==================== design 1
design_1/met3.png
The bar under the picture is 20 um long. Cells faint in the background.
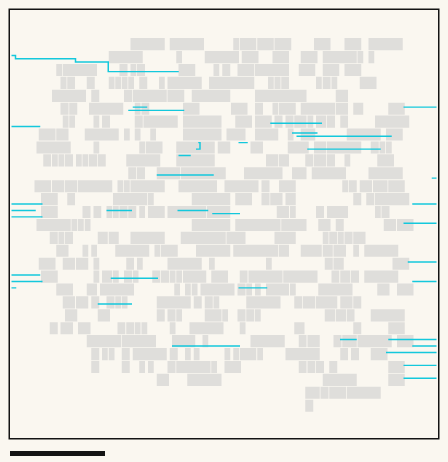

==> config.mk <==
export PLATFORM = sky130hd
export DESIGN_NAME = bool_lut_eval
export DESIGN_NICKNAME = d
export VERILOG_FILES = /design/src/rtl/bool_lut_eval.sv
export SDC_FILE = /design/constraint.sdc
export NUM_CORES = 1
export LEC_CHECK = 0
export CAP_MARGIN = 20
export CORE_MARGIN = 5
export CORE_UTILIZATION = 45
export DETAILED_ROUTE_END_ITERATION = 6
export GPL_ROUTABILITY_DRIVEN = 0
export HOLD_SLACK_MARGIN = 0.15
export PLACE_DENSITY_LB_ADDON = 0.12
export SLEW_MARGIN = 10
export SYNTH_ARGS = -nofsm -noshare
export SYNTH_HDL_FRONTEND = slang
export SYNTH_SLANG_ARGS = --single-unit
==> constraint.sdc <==
create_clock -name clk -period 3 [get_ports clk]
set_input_delay 0.6 -clock clk [delete_from_list [all_inputs] [get_ports clk]]
set_output_delay 0.6 -clock clk [all_outputs]
set_load 0.02 [all_outputs]
==> src/rtl/bool_lut_eval.sv <==
// Programmable N-input boolean function: a 2^N_IN-entry truth table with a
// registered evaluate path and an autonomous sweep that streams every entry
// in ascending order and counts the entries that are 1.
module bool_lut_eval #(
  parameter int unsigned N_IN = 5
) (
  input  logic            clk,
  input  logic            rst,
  input  logic            cfg_we,
  input  logic [N_IN-1:0] cfg_addr,
  input  logic            cfg_bit,
  input  logic            in_valid,
  input  logic [N_IN-1:0] in_vec,
  input  logic            sweep_start,
  output logic            busy,
  output logic            out_valid,
  output logic            y,
  output logic [N_IN-1:0] out_addr,
  output logic [N_IN:0]   ones_count,
  output logic            sweep_done
);

  localparam int unsigned DEPTH = 1 << N_IN;
  localparam int unsigned CW    = N_IN + 1;

  // Counter is one bit wider than the address so the final entry compares
  // cleanly without wrap-around aliasing.
  localparam logic [CW-1:0] LAST = CW'(DEPTH - 1);

  localparam logic [0:0] S_IDLE  = 1'b0;
  localparam logic [0:0] S_SWEEP = 1'b1;

  logic [0:0]       state_q, state_d;
  logic [DEPTH-1:0] table_q, table_d;
  logic [CW-1:0]    cnt_q, cnt_d;
  logic [CW-1:0]    ones_q, ones_d;
  logic             busy_q, busy_d;
  logic             out_valid_q, out_valid_d;
  logic             y_q, y_d;
  logic [N_IN-1:0]  addr_q, addr_d;
  logic             done_q, done_d;

  // Next-state and next-output logic; reads use table_q so a same-edge
  // write and evaluate of one address returns the old entry.
  always_comb begin
    state_d     = state_q;
    table_d     = table_q;
    cnt_d       = cnt_q;
    ones_d      = ones_q;
    out_valid_d = 1'b0;
    y_d         = y_q;
    addr_d      = addr_q;
    done_d      = 1'b0;

    case (state_q)
      S_IDLE: begin
        if (cfg_we) begin
          table_d[cfg_addr] = cfg_bit;
        end
        if (in_valid) begin
          out_valid_d = 1'b1;
          y_d         = table_q[in_vec];
          addr_d      = in_vec;
        end
        if (sweep_start) begin
          state_d = S_SWEEP;
          cnt_d   = '0;
          ones_d  = '0;
        end
      end
      S_SWEEP: begin
        out_valid_d = 1'b1;
        y_d         = table_q[cnt_q[N_IN-1:0]];
        addr_d      = cnt_q[N_IN-1:0];
        ones_d      = ones_q + CW'(table_q[cnt_q[N_IN-1:0]]);
        cnt_d       = cnt_q + CW'(1);
        if (cnt_q == LAST) begin
          done_d  = 1'b1;
          state_d = S_IDLE;
        end
      end
      default: begin
        state_d = S_IDLE;
      end
    endcase

    busy_d = (state_d == S_SWEEP);
  end

  // State, table and output registers with synchronous reset.
  always_ff @(posedge clk) begin
    if (rst) begin
      state_q     <= S_IDLE;
      table_q     <= '0;
      cnt_q       <= '0;
      ones_q      <= '0;
      busy_q      <= 1'b0;
      out_valid_q <= 1'b0;
      y_q         <= 1'b0;
      addr_q      <= '0;
      done_q      <= 1'b0;
    end else begin
      state_q     <= state_d;
      table_q     <= table_d;
      cnt_q       <= cnt_d;
      ones_q      <= ones_d;
      busy_q      <= busy_d;
      out_valid_q <= out_valid_d;
      y_q         <= y_d;
      addr_q      <= addr_d;
      done_q      <= done_d;
    end
  end

  assign busy       = busy_q;
  assign out_valid  = out_valid_q;
  assign y          = y_q;
  assign out_addr   = addr_q;
  assign ones_count = ones_q;
  assign sweep_done = done_q;

endmodule

==================== design 2
[src/rtl/serial_seq_gen.sv]
// Bus-mapped serial-data sequencer: decodes a read window, executes
// LOAD/STEP/BURST/STOP commands from the address bits and steps a
// parametrised Fibonacci LFSR whose msb drives the serial data pin.
module serial_seq_gen #(
  parameter int                WIDTH     = 6,
  parameter logic [WIDTH-1:0]  TAPS      = WIDTH'(6'b110000),
  parameter int                ADDR_W    = 14,
  parameter logic [ADDR_W-1:0] SEL_MASK  = ADDR_W'(14'h3000),
  parameter logic [ADDR_W-1:0] SEL_MATCH = ADDR_W'(14'h1000)
) (
  input  logic              clk,
  input  logic              rst,
  input  logic [ADDR_W-1:0] ba,
  input  logic              sser,
  input  logic              br_w,
  output logic              sd_out,
  output logic              sd_oe,
  output logic [WIDTH-1:0]  state_q,
  output logic              busy,
  output logic              done,
  output logic [7:0]        bit_cnt
);

  typedef enum logic {
    IDLE = 1'b0,
    RUN  = 1'b1
  } fsm_e;

  localparam logic [3:0] CMD_LOAD  = 4'h1;
  localparam logic [3:0] CMD_STEP  = 4'h2;
  localparam logic [3:0] CMD_BURST = 4'h3;
  localparam logic [3:0] CMD_STOP  = 4'h4;

  fsm_e             fsm_q, fsm_d;
  logic [WIDTH-1:0] state_d;
  logic [7:0]       cnt_q, cnt_d;
  logic [4:0]       rem_q, rem_d;
  logic             done_q, done_d;

  logic             acc;
  logic [3:0]       cmd;
  logic [3:0]       arg;
  logic [WIDTH-1:0] tap_terms;
  logic             fb;
  logic [WIDTH-1:0] step_val;
  logic [WIDTH-1:0] load_val;
  logic             is_load, is_step, is_burst, is_stop;

  // Window decode is combinational so the pin enable tracks the bus
  // immediately, even while reset is asserted.
  assign acc   = ~sser & br_w & ((ba & SEL_MASK) == SEL_MATCH);
  assign sd_oe = acc;
  assign cmd   = ba[7:4];
  assign arg   = ba[3:0];

  assign is_load  = acc && (cmd == CMD_LOAD);
  assign is_step  = acc && (cmd == CMD_STEP);
  assign is_burst = acc && (cmd == CMD_BURST);
  assign is_stop  = acc && (cmd == CMD_STOP);

  // Feedback is the parity of the tapped state bits.
  for (genvar gi = 0; gi < WIDTH; gi++) begin : g_tap
    assign tap_terms[gi] = TAPS[gi] & state_q[gi];
  end
  assign fb       = ^tap_terms;
  assign step_val = {state_q[WIDTH-2:0], fb};

  // A zero argument would lock the LFSR, so it loads 1 instead.
  assign load_val = (arg == 4'h0) ? WIDTH'(1) : {{(WIDTH-4){1'b0}}, arg};

  assign sd_out  = state_q[WIDTH-1];
  assign busy    = (fsm_q == RUN);
  assign done    = done_q;
  assign bit_cnt = cnt_q;

  // Next-state logic: LOAD beats STOP beats the burst step beats idle commands.
  always_comb begin
    fsm_d   = fsm_q;
    state_d = state_q;
    cnt_d   = cnt_q;
    rem_d   = rem_q;
    done_d  = 1'b0;
    if (is_load) begin
      state_d = load_val;
      cnt_d   = 8'd0;
      rem_d   = 5'd0;
      fsm_d   = IDLE;
    end else if (is_stop) begin
      rem_d = 5'd0;
      fsm_d = IDLE;
    end else if (fsm_q == RUN) begin
      state_d = step_val;
      cnt_d   = cnt_q + 8'd1;
      rem_d   = rem_q - 5'd1;
      if (rem_q == 5'd1) begin
        fsm_d  = IDLE;
        done_d = 1'b1;
      end
    end else if (is_step) begin
      state_d = step_val;
      cnt_d   = cnt_q + 8'd1;
    end else if (is_burst) begin
      rem_d = {1'b0, arg} + 5'd1;
      fsm_d = RUN;
    end
  end

  // State register with synchronous reset to the non-zero seed.
  always_ff @(posedge clk) begin
    if (rst) begin
      fsm_q   <= IDLE;
      state_q <= WIDTH'(1);
      cnt_q   <= 8'd0;
      rem_q   <= 5'd0;
      done_q  <= 1'b0;
    end else begin
      fsm_q   <= fsm_d;
      state_q <= state_d;
      cnt_q   <= cnt_d;
      rem_q   <= rem_d;
      done_q  <= done_d;
    end
  end

endmodule

[config.mk]
export PLATFORM = sky130hd
export DESIGN_NAME = serial_seq_gen
export DESIGN_NICKNAME = d
export VERILOG_FILES = /design/src/rtl/serial_seq_gen.sv
export SDC_FILE = /design/constraint.sdc
export NUM_CORES = 1
export LEC_CHECK = 0
export ABC_AREA = 0
export CAP_MARGIN = 20
export CORE_ASPECT_RATIO = 1.5
export CORE_MARGIN = 4
export CORE_UTILIZATION = 47
export CTS_CLUSTER_SIZE = 14
export DETAILED_ROUTE_END_ITERATION = 10
export PLACE_DENSITY = 0.85
export SETUP_SLACK_MARGIN = 0.2
export SLEW_MARGIN = 5
export SYNTH_ARGS = -nofsm -noshare
export SYNTH_HDL_FRONTEND = slang
export SYNTH_SLANG_ARGS = --single-unit
[constraint.sdc]
create_clock -name clk -period 2.3 [get_ports clk]
set_clock_uncertainty 0.2 [all_clocks]
set_input_delay 0.46 -clock clk [delete_from_list [all_inputs] [get_ports clk]]
set_output_delay 0.46 -clock clk [all_outputs]
set_load 0.005 [all_outputs]
==================== design 3
--- src/rtl/alarm_controller.sv ---
// Alarm scheduler beside the HH:MM:SS BCD counters: stores an alarm time edited with the
// three-button scheme, rings on a rising time match, and handles snooze, dismiss and arm.
module alarm_controller #(
    parameter int RING_SECONDS   = 60,
    parameter int SNOOZE_MINUTES = 5
) (
    input  logic       CLK,
    input  logic       RST,
    input  logic       SecondTick,
    input  logic [3:0] HourMSD,
    input  logic [3:0] HourLSD,
    input  logic [3:0] MinMSD,
    input  logic [3:0] MinLSD,
    input  logic [3:0] SecMSD,
    input  logic [3:0] SecLSD,
    input  logic       ButtonSet,
    input  logic       ButtonDigit,
    input  logic       ButtonValue,
    input  logic       ButtonSnooze,
    input  logic       ButtonArm,
    output logic       Armed,
    output logic       Ringing,
    output logic       Setting,
    output logic       ActiveField,
    output logic [3:0] AlarmHourMSD,
    output logic [3:0] AlarmHourLSD,
    output logic [3:0] AlarmMinMSD,
    output logic [3:0] AlarmMinLSD
);
    // state     | meaning
    // ST_IDLE   | watching the alarm time, arm toggle allowed
    // ST_SET    | editing alarm hours/minutes, no triggers
    // ST_RING   | ring active, counting seconds until timeout
    // ST_SNOOZE | watching the snooze target
    typedef enum logic [1:0] {ST_IDLE, ST_SET, ST_RING, ST_SNOOZE} state_t;

    localparam logic [4:0] SNZ_ADD = 5'(SNOOZE_MINUTES);
    localparam logic [7:0] RING_TC = 8'(RING_SECONDS);

    state_t     state_q;
    logic       armed_q, ringing_q, setting_q, field_q, match_q;
    logic [7:0] al_hr_q, al_min_q, sz_hr_q, sz_min_q;
    logic [7:0] ring_cnt_q;
    logic [7:0] sz_hr_d, sz_min_d;
    logic [4:0] min_sum;
    logic [3:0] lsd_wrap;
    logic       sec_zero, match_alarm, match_snooze, match_cur, trigger;

    function automatic logic [7:0] hour_inc(input logic [7:0] h);
        if (h == 8'h23)
            return 8'h00;
        else if (h[3:0] == 4'd9)
            return {h[7:4] + 4'd1, 4'd0};
        else
            return {h[7:4], h[3:0] + 4'd1};
    endfunction

    function automatic logic [7:0] min_inc(input logic [7:0] m);
        if (m[3:0] != 4'd9)
            return {m[7:4], m[3:0] + 4'd1};
        else if (m[7:4] == 4'd5)
            return 8'h00;
        else
            return {m[7:4] + 4'd1, 4'd0};
    endfunction

    assign sec_zero     = (SecMSD == 4'd0) && (SecLSD == 4'd0);
    assign match_alarm  = sec_zero && ({HourMSD, HourLSD, MinMSD, MinLSD} == {al_hr_q, al_min_q});
    assign match_snooze = sec_zero && ({HourMSD, HourLSD, MinMSD, MinLSD} == {sz_hr_q, sz_min_q});
    assign match_cur    = (state_q == ST_SNOOZE) ? match_snooze : match_alarm;
    assign trigger      = armed_q && match_cur && !match_q;

    // Snooze target: current HH:MM plus SNOOZE_MINUTES, BCD with carry into hours
    always_comb begin
        min_sum  = {1'b0, MinLSD} + SNZ_ADD;
        lsd_wrap = min_sum[3:0] - 4'd10;
        sz_hr_d  = {HourMSD, HourLSD};
        sz_min_d = {MinMSD, min_sum[3:0]};
        if (min_sum >= 5'd10) begin
            if (MinMSD == 4'd5) begin
                sz_min_d = {4'd0, lsd_wrap};
                sz_hr_d  = hour_inc({HourMSD, HourLSD});
            end else begin
                sz_min_d = {MinMSD + 4'd1, lsd_wrap};
            end
        end
    end

    always_ff @(posedge CLK) begin
        if (!RST) begin
            state_q    <= ST_IDLE;
            armed_q    <= 1'b0;
            ringing_q  <= 1'b0;
            setting_q  <= 1'b0;
            field_q    <= 1'b0;
            match_q    <= 1'b0;
            al_hr_q    <= 8'h00;
            al_min_q   <= 8'h00;
            sz_hr_q    <= 8'h00;
            sz_min_q   <= 8'h00;
            ring_cnt_q <= 8'd0;
        end else begin
            // History follows the target in force; state entries below override it
            match_q <= match_cur;
            case (state_q)
                ST_IDLE: begin
                    if (ButtonSet) begin
                        state_q   <= ST_SET;
                        setting_q <= 1'b1;
                        field_q   <= 1'b0;
                    end else if (trigger) begin
                        state_q    <= ST_RING;
                        ringing_q  <= 1'b1;
                        ring_cnt_q <= 8'd0;
                    end else if (ButtonArm) begin
                        armed_q <= ~armed_q;
                    end
                end
                ST_SET: begin
                    if (ButtonSet) begin
                        state_q   <= ST_IDLE;
                        setting_q <= 1'b0;
                    end else if (ButtonDigit) begin
                        field_q <= ~field_q;
                    end else if (ButtonValue) begin
                        if (field_q)
                            al_min_q <= min_inc(al_min_q);
                        else
                            al_hr_q <= hour_inc(al_hr_q);
                    end
                end
                ST_RING: begin
                    if (ButtonArm) begin
                        state_q   <= ST_IDLE;
                        ringing_q <= 1'b0;
                    end else if (ButtonSnooze) begin
                        state_q   <= ST_SNOOZE;
                        ringing_q <= 1'b0;
                        sz_hr_q   <= sz_hr_d;
                        sz_min_q  <= sz_min_d;
                        match_q   <= 1'b0;
                    end else if (SecondTick) begin
                        if (ring_cnt_q == RING_TC - 8'd1) begin
                            state_q   <= ST_IDLE;
                            ringing_q <= 1'b0;
                        end else begin
                            ring_cnt_q <= ring_cnt_q + 8'd1;
                        end
                    end
                end
                ST_SNOOZE: begin
                    if (ButtonArm) begin
                        state_q <= ST_IDLE;
                        match_q <= match_alarm;
                    end else if (trigger) begin
                        state_q    <= ST_RING;
                        ringing_q  <= 1'b1;
                        ring_cnt_q <= 8'd0;
                    end
                end
                default: state_q <= ST_IDLE;
            endcase
        end
    end

    assign Armed        = armed_q;
    assign Ringing      = ringing_q;
    assign Setting      = setting_q;
    assign ActiveField  = field_q;
    assign AlarmHourMSD = al_hr_q[7:4];
    assign AlarmHourLSD = al_hr_q[3:0];
    assign AlarmMinMSD  = al_min_q[7:4];
    assign AlarmMinLSD  = al_min_q[3:0];
endmodule

--- config.mk ---
export PLATFORM = sky130hd
export DESIGN_NAME = alarm_controller
export DESIGN_NICKNAME = d
export VERILOG_FILES = /design/src/rtl/alarm_controller.sv
export SDC_FILE = /design/constraint.sdc
export NUM_CORES = 1
export LEC_CHECK = 0
export CAP_MARGIN = 0
export CORE_MARGIN = 1
export CORE_UTILIZATION = 53
export DETAILED_ROUTE_END_ITERATION = 12
export PLACE_DENSITY_LB_ADDON = 0.25
export RECOVER_POWER = 25
export SLEW_MARGIN = 20
export SYNTH_ARGS = -nofsm -noshare
export SYNTH_HDL_FRONTEND = slang
export SYNTH_SLANG_ARGS = --single-unit
--- constraint.sdc ---
create_clock -name CLK -period 3.2 [get_ports CLK]
set_input_delay 0.64 -clock CLK [delete_from_list [all_inputs] [get_ports CLK]]
set_output_delay 0.64 -clock CLK [all_outputs]
set_load 0.02 [all_outputs]
design_2/pins.png
The bar under the picture is 20 um long. Pins as bars across the die edge, other pins in gray.
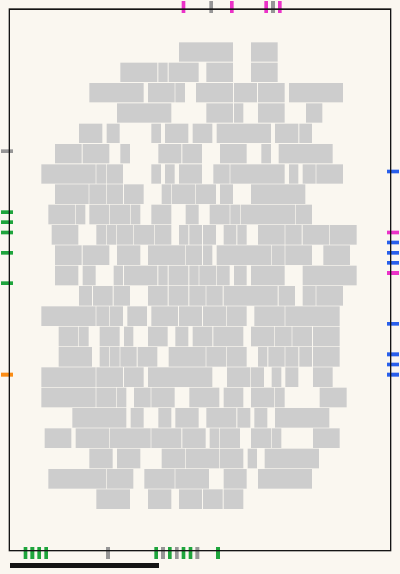
| port | color | pins | direction | edge |
|---|---|---|---|---|
| `ba` | green | 14 | input | 9 bottom, 5 left |
| `done` | orange | 1 | output | left |
| `bit_cnt` | blue | 8 | output | right |
| `state_q` | magenta | 6 | output | 4 top, 2 right |
all pins by edge: 13 bottom, 10 right, 7 left, 6 top
Die Ht: 72.3 um
Port Buffer Count: 31

==> deck_impl_summary.md, design 2 <==
Implementation Results

Run status
  • Status: finished, final reports clean

Critical path
  • Worst-path fanout max: 6
  • Worst Path Required: 2.26 ns

Worst hold path
  • Hold Crit Endpoint: bit_cnt[7]$_SDFFE_PP0P_
  • Hold crit path type: flip-flop to flip-flop

Yosys
  • Yosys aoi share: 17.9%
  • Yosys top cell by area: dfxtp_1
  • Net Count, Synth: 178
  • Synth Instances: 155
  • Syn. warnings: 0
  • Mapped cell area: 1290 um2

Clock network
  • Root buffer cell: clkbuf_8
  • Post-CTS sizing: 18
  • Worst-path clk slew: 0.08 ns
  • Clk sinks: 21

Cells and area
  • Clk tree area frac: 2.49%
  • Antenna diodes: 0
  • Flop count: 21
  • Multi-input gate area: 827 um2
  • Final-stage net count: 228

Final timing
  • Fin crit share: 87.5%
  • # setup viols final: 0

Drt
  • Metal2 WL: 2190 um
  • Vias/cell: 5.86

Global routing
  • Grt met1 use: 20.5%
==> design 2: cell usage after synthesis (4+ instances only) <==
| library cell | count |
|---|---|
| nor3_1 | 7 |
| a21oi_1 | 9 |
| nor2_1 | 18 |
| xor2_1 | 4 |
| dfxtp_1 | 21 |
| nand2_1 | 10 |
| nand2b_1 | 4 |
| ha_1 | 5 |
| mux2i_1 | 5 |
| inv_1 | 5 |
| o21ai_0 | 5 |
| nor2b_1 | 4 |
| a311oi_1 | 5 |
==> design 2: power groups by stage <==
stage | logic, W | clock network, W | registers [W]
floorplan | 0.0000374 | 0 | 0.000376
global placement | 0.0000887 | 0 | 0.000376
detailed placement | 0.0000924 | 0 | 0.000376
CTS | 0.0000935 | 0.000255 | 0.000367
global route | 0.000105 | 0.000272 | 0.000368
finish | 0.0000973 | 0.000250 | 0.000367
==> design 2: through the flow <==
stage               hold WS (ns)  setup TNS (ns)  total power (W)  cells
floorplan                  0.268               0         0.000413    155
global placement           0.263           -1.02         0.000465    234
detailed placement         0.298           -1.62         0.000468    234
CTS                        0.311               0         0.000716    240
global route               0.327               0         0.000745    241
finish                     0.307               0         0.000715    241
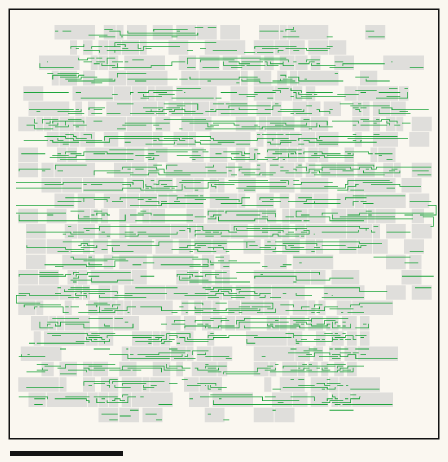
design_3/met1.png
The bar under the picture is 20 um long. Cells faint in the background.
nets with wire on the layer: 425
wire length on this layer: 3,380 um

design_3/final_congestion.png
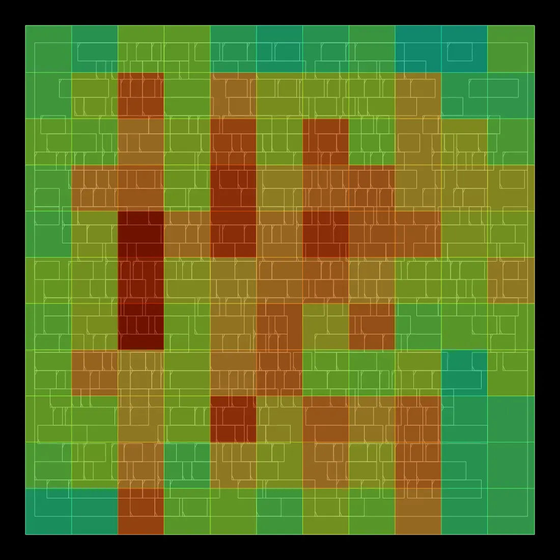
DR WL/cell: 14.5 um
GR Layer Usage met3: 4.67%
grt met1 use: 33.3%
busiest grt layer: met2
post-layout util: 71.2%

==> deck_impl_summary.md, design 3 <==
Implementation Results

Power
  • Comb power frac: 16.1%
  • Seq. pwr: 0.000594 W

Clock network
  • CTS tree: done
  • Total CTS buffers: 5
  • Number of H-tree levels: 2

Global routing
  • Total track usage: 25.6%

Cells and area
  • Reg area: 941 um2

Final timing
  • Fmax: 0.334 GHz
  • RSZ-0062 raised after global routing: false

Critical path
  • Worst Path Required: 3.39 ns
  • Critical path endpoint category: flip-flop
  • Worst-path fanout max: 7

Yosys
  • Ys flops: 47
  • Simple share: 25.1%
  • Top-count cell post-synth: dfxtp_1
  • Dominant flop cell: dfxtp_1
  • Post-synth ARST share: 0%
  • Synth Instances: 354

Place
  • Final GP Congestion: 0.840
  • Port Buffer Count: 51

Run status
  • Status: finished, final reports clean
-- design 3: through the flow --
stage	TNS [ns]	utilization, %	hold WS [ns]	std cells	setup slack (ns)
after floorplan	0	-	0.445	354	0.749
after global placement	0	69.4	0.454	485	0.0110
after detailed placement	-0.218	69.4	0.464	485	-0.0783
after CTS	0	71.1	0.477	493	0.248
after global routing	0	71.2	0.514	494	0.0438
final	0	71.2	0.478	494	0.206
-- design 3: path summary, 6_finish.rpt --
check,startpoint,to,slack [ns],depth (start not counted)
min,sz_hr_q[3]$_SDFFE_PN0P_,sz_hr_q[3]$_SDFFE_PN0P_,0.48,2
min reg2reg,sz_hr_q[3]$_SDFFE_PN0P_,sz_hr_q[3]$_SDFFE_PN0P_,0.48,2
max,MinLSD[0],sz_hr_q[0]$_SDFFE_PN0P_,0.21,10
max reg2reg,al_min_q[1]$_SDFFE_PN0P_,ring_cnt_q[6]$_SDFFE_PN0P_,0.77,7
-- design 3: metal layers --
layer / up-vias / share of wire [%]
met5: - / 0
li1: 1392 / -
met3: 9 / 5.3
met2: 75 / 47
met1: 1285 / 47
met4: 0 / 0.74
design_1/final_congestion.png
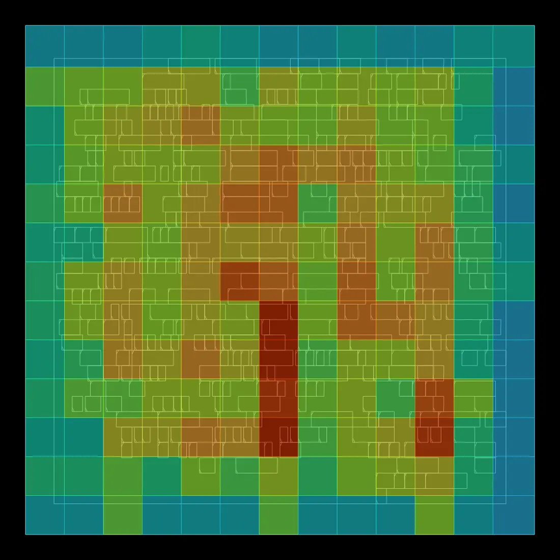
GR Layer Usage met3: 3.17%
post-layout util: 53.3%

design_1/met1.png
The bar under the picture is 20 um long. Cells faint in the background.
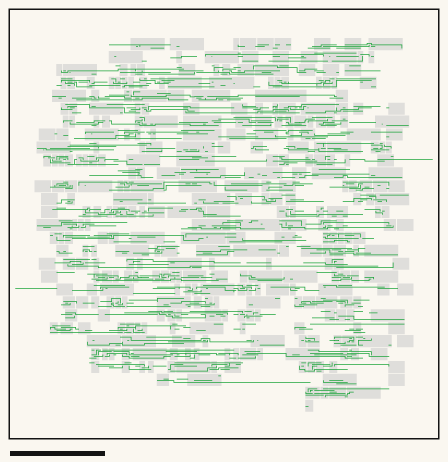
longest straight run: 39.6 um
share of all routed wire: 49%
wire length on this layer: 3,370 um
main direction: horizontal
nets with wire on the layer: 348

About design_1/met3.png:
longest straight run: 19.8 um
share of all routed wire: 4.1%
nets with wire on the layer: 32
main direction: horizontal
DR vias: 2,456
final wirelength: 6860 um

==> deck_impl_summary.md, design 1 <==
Implementation Results

Cells and area
  • Number of logic gates: 258
  • Multi-input gate area: 1720 um2
  • Flop count: 53
  • Inverters excl. clock: 2
  • Signal buf overhead: 11.0%
  • Comb area share: 50.9%

Critical path
  • Worst setup SP type: flip-flop
  • Worst Path Required: 3.19 ns
  • Worst-path fanout max: 8
  • Critical path endpoint category: flip-flop

Run status
  • Status: finished, final reports clean

Final timing
  • Final Hold Fails: 0
  • Least-Margin Pin Slew: 0.740 ns
  • Worst slew margin: 50.3%

Clock network
  • Number of H-tree levels: 2
  • Root buffer cell: clkbuf_8
  • Post-CTS setup buffer count: 0

Drt
  • Top sig layer: met4
  • DRC: 0

Yosys
  • Ys flops: 53
  • Dominant combinational family: simple AND/OR/NAND/NOR gates
  • Fraction of the mapped netlist area in adder cells: 1.30%

Power
  • Worst VDD drop: 185 uV
  • PwrDens: 415 nW/um2

Worst hold path
  • Hold Crit Endpoint: table_q[4]$_SDFFE_PP0P_
  • Hold Startpoint: table_q[4]$_SDFFE_PP0P_

Global routing
  • Initial antenna violation count: 0
==> design 1: flip-flops by register name (all words and copies together) (netlist names) <==
name and count:
cnt_q 6, sweep_done 1, busy 1, out_valid 1, y 1, table_q 32, out_addr 5, ones_count 6
==> design 1: Yosys cell counts (all sizes together) (3+ instances only) <==
| cell | instances | area share (%) |
|---|---|---|
| a21oi | 40 | 6.9 |
| buf | 8 | 1.5 |
| clkbuf | 17 | 2.3 |
| dfxtp | 53 | 37 |
| ha | 3 | 1.3 |
| mux2i | 18 | 6.2 |
| mux4 | 15 | 12 |
| nand2 | 43 | 5.6 |
| nand3 | 20 | 3.5 |
| nand3b | 8 | 2.1 |
| nor2 | 45 | 5.8 |
| nor2b | 6 | 1.3 |
| nor3 | 6 | 1.0 |
| nor3b | 11 | 3.0 |
| o21ai | 19 | 3.3 |
==> design 1: power by group through the flow <==
stage	clock, W	combinational, W	sequential, W
2_1_floorplan	0	0.0000908	0.000743
3_3_place_gp	0	0.000155	0.000740
3_5_place_dp	0	0.000156	0.000741
4_1_cts	0.000521	0.000157	0.000724
5_1_grt	0.000556	0.000170	0.000726
6_report	0.000517	0.000156	0.000724


## Gallery

Metal 2.
The bar under the picture is 20 um long. Cells faint in the background.
picture 1
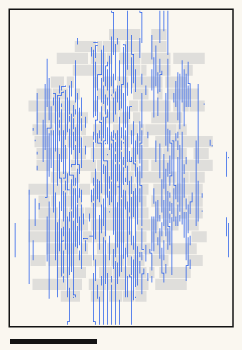
picture 2
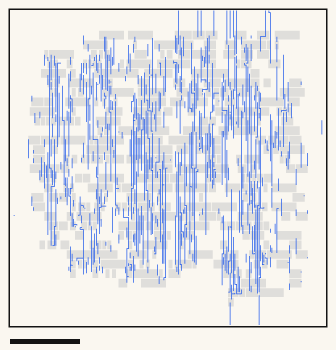
picture 3
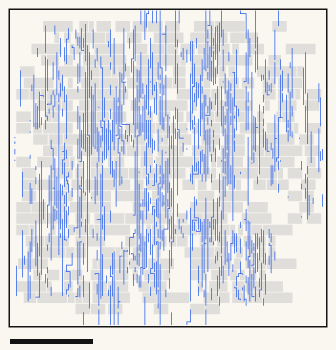
The one with the largest die is picture 2.
The one with the smallest die is picture 1.
Picture 3 comes from design 3.
Picture 1 comes from design 2.
Picture 2 comes from design 1.

Key to picture 1:
share of all routed wire: 59%
longest straight run: 25.5 um
main direction: vertical
nets with wire on the layer: 209
wire length on this layer: 2,190 um

Power is estimated from default activity; no workload was simulated.
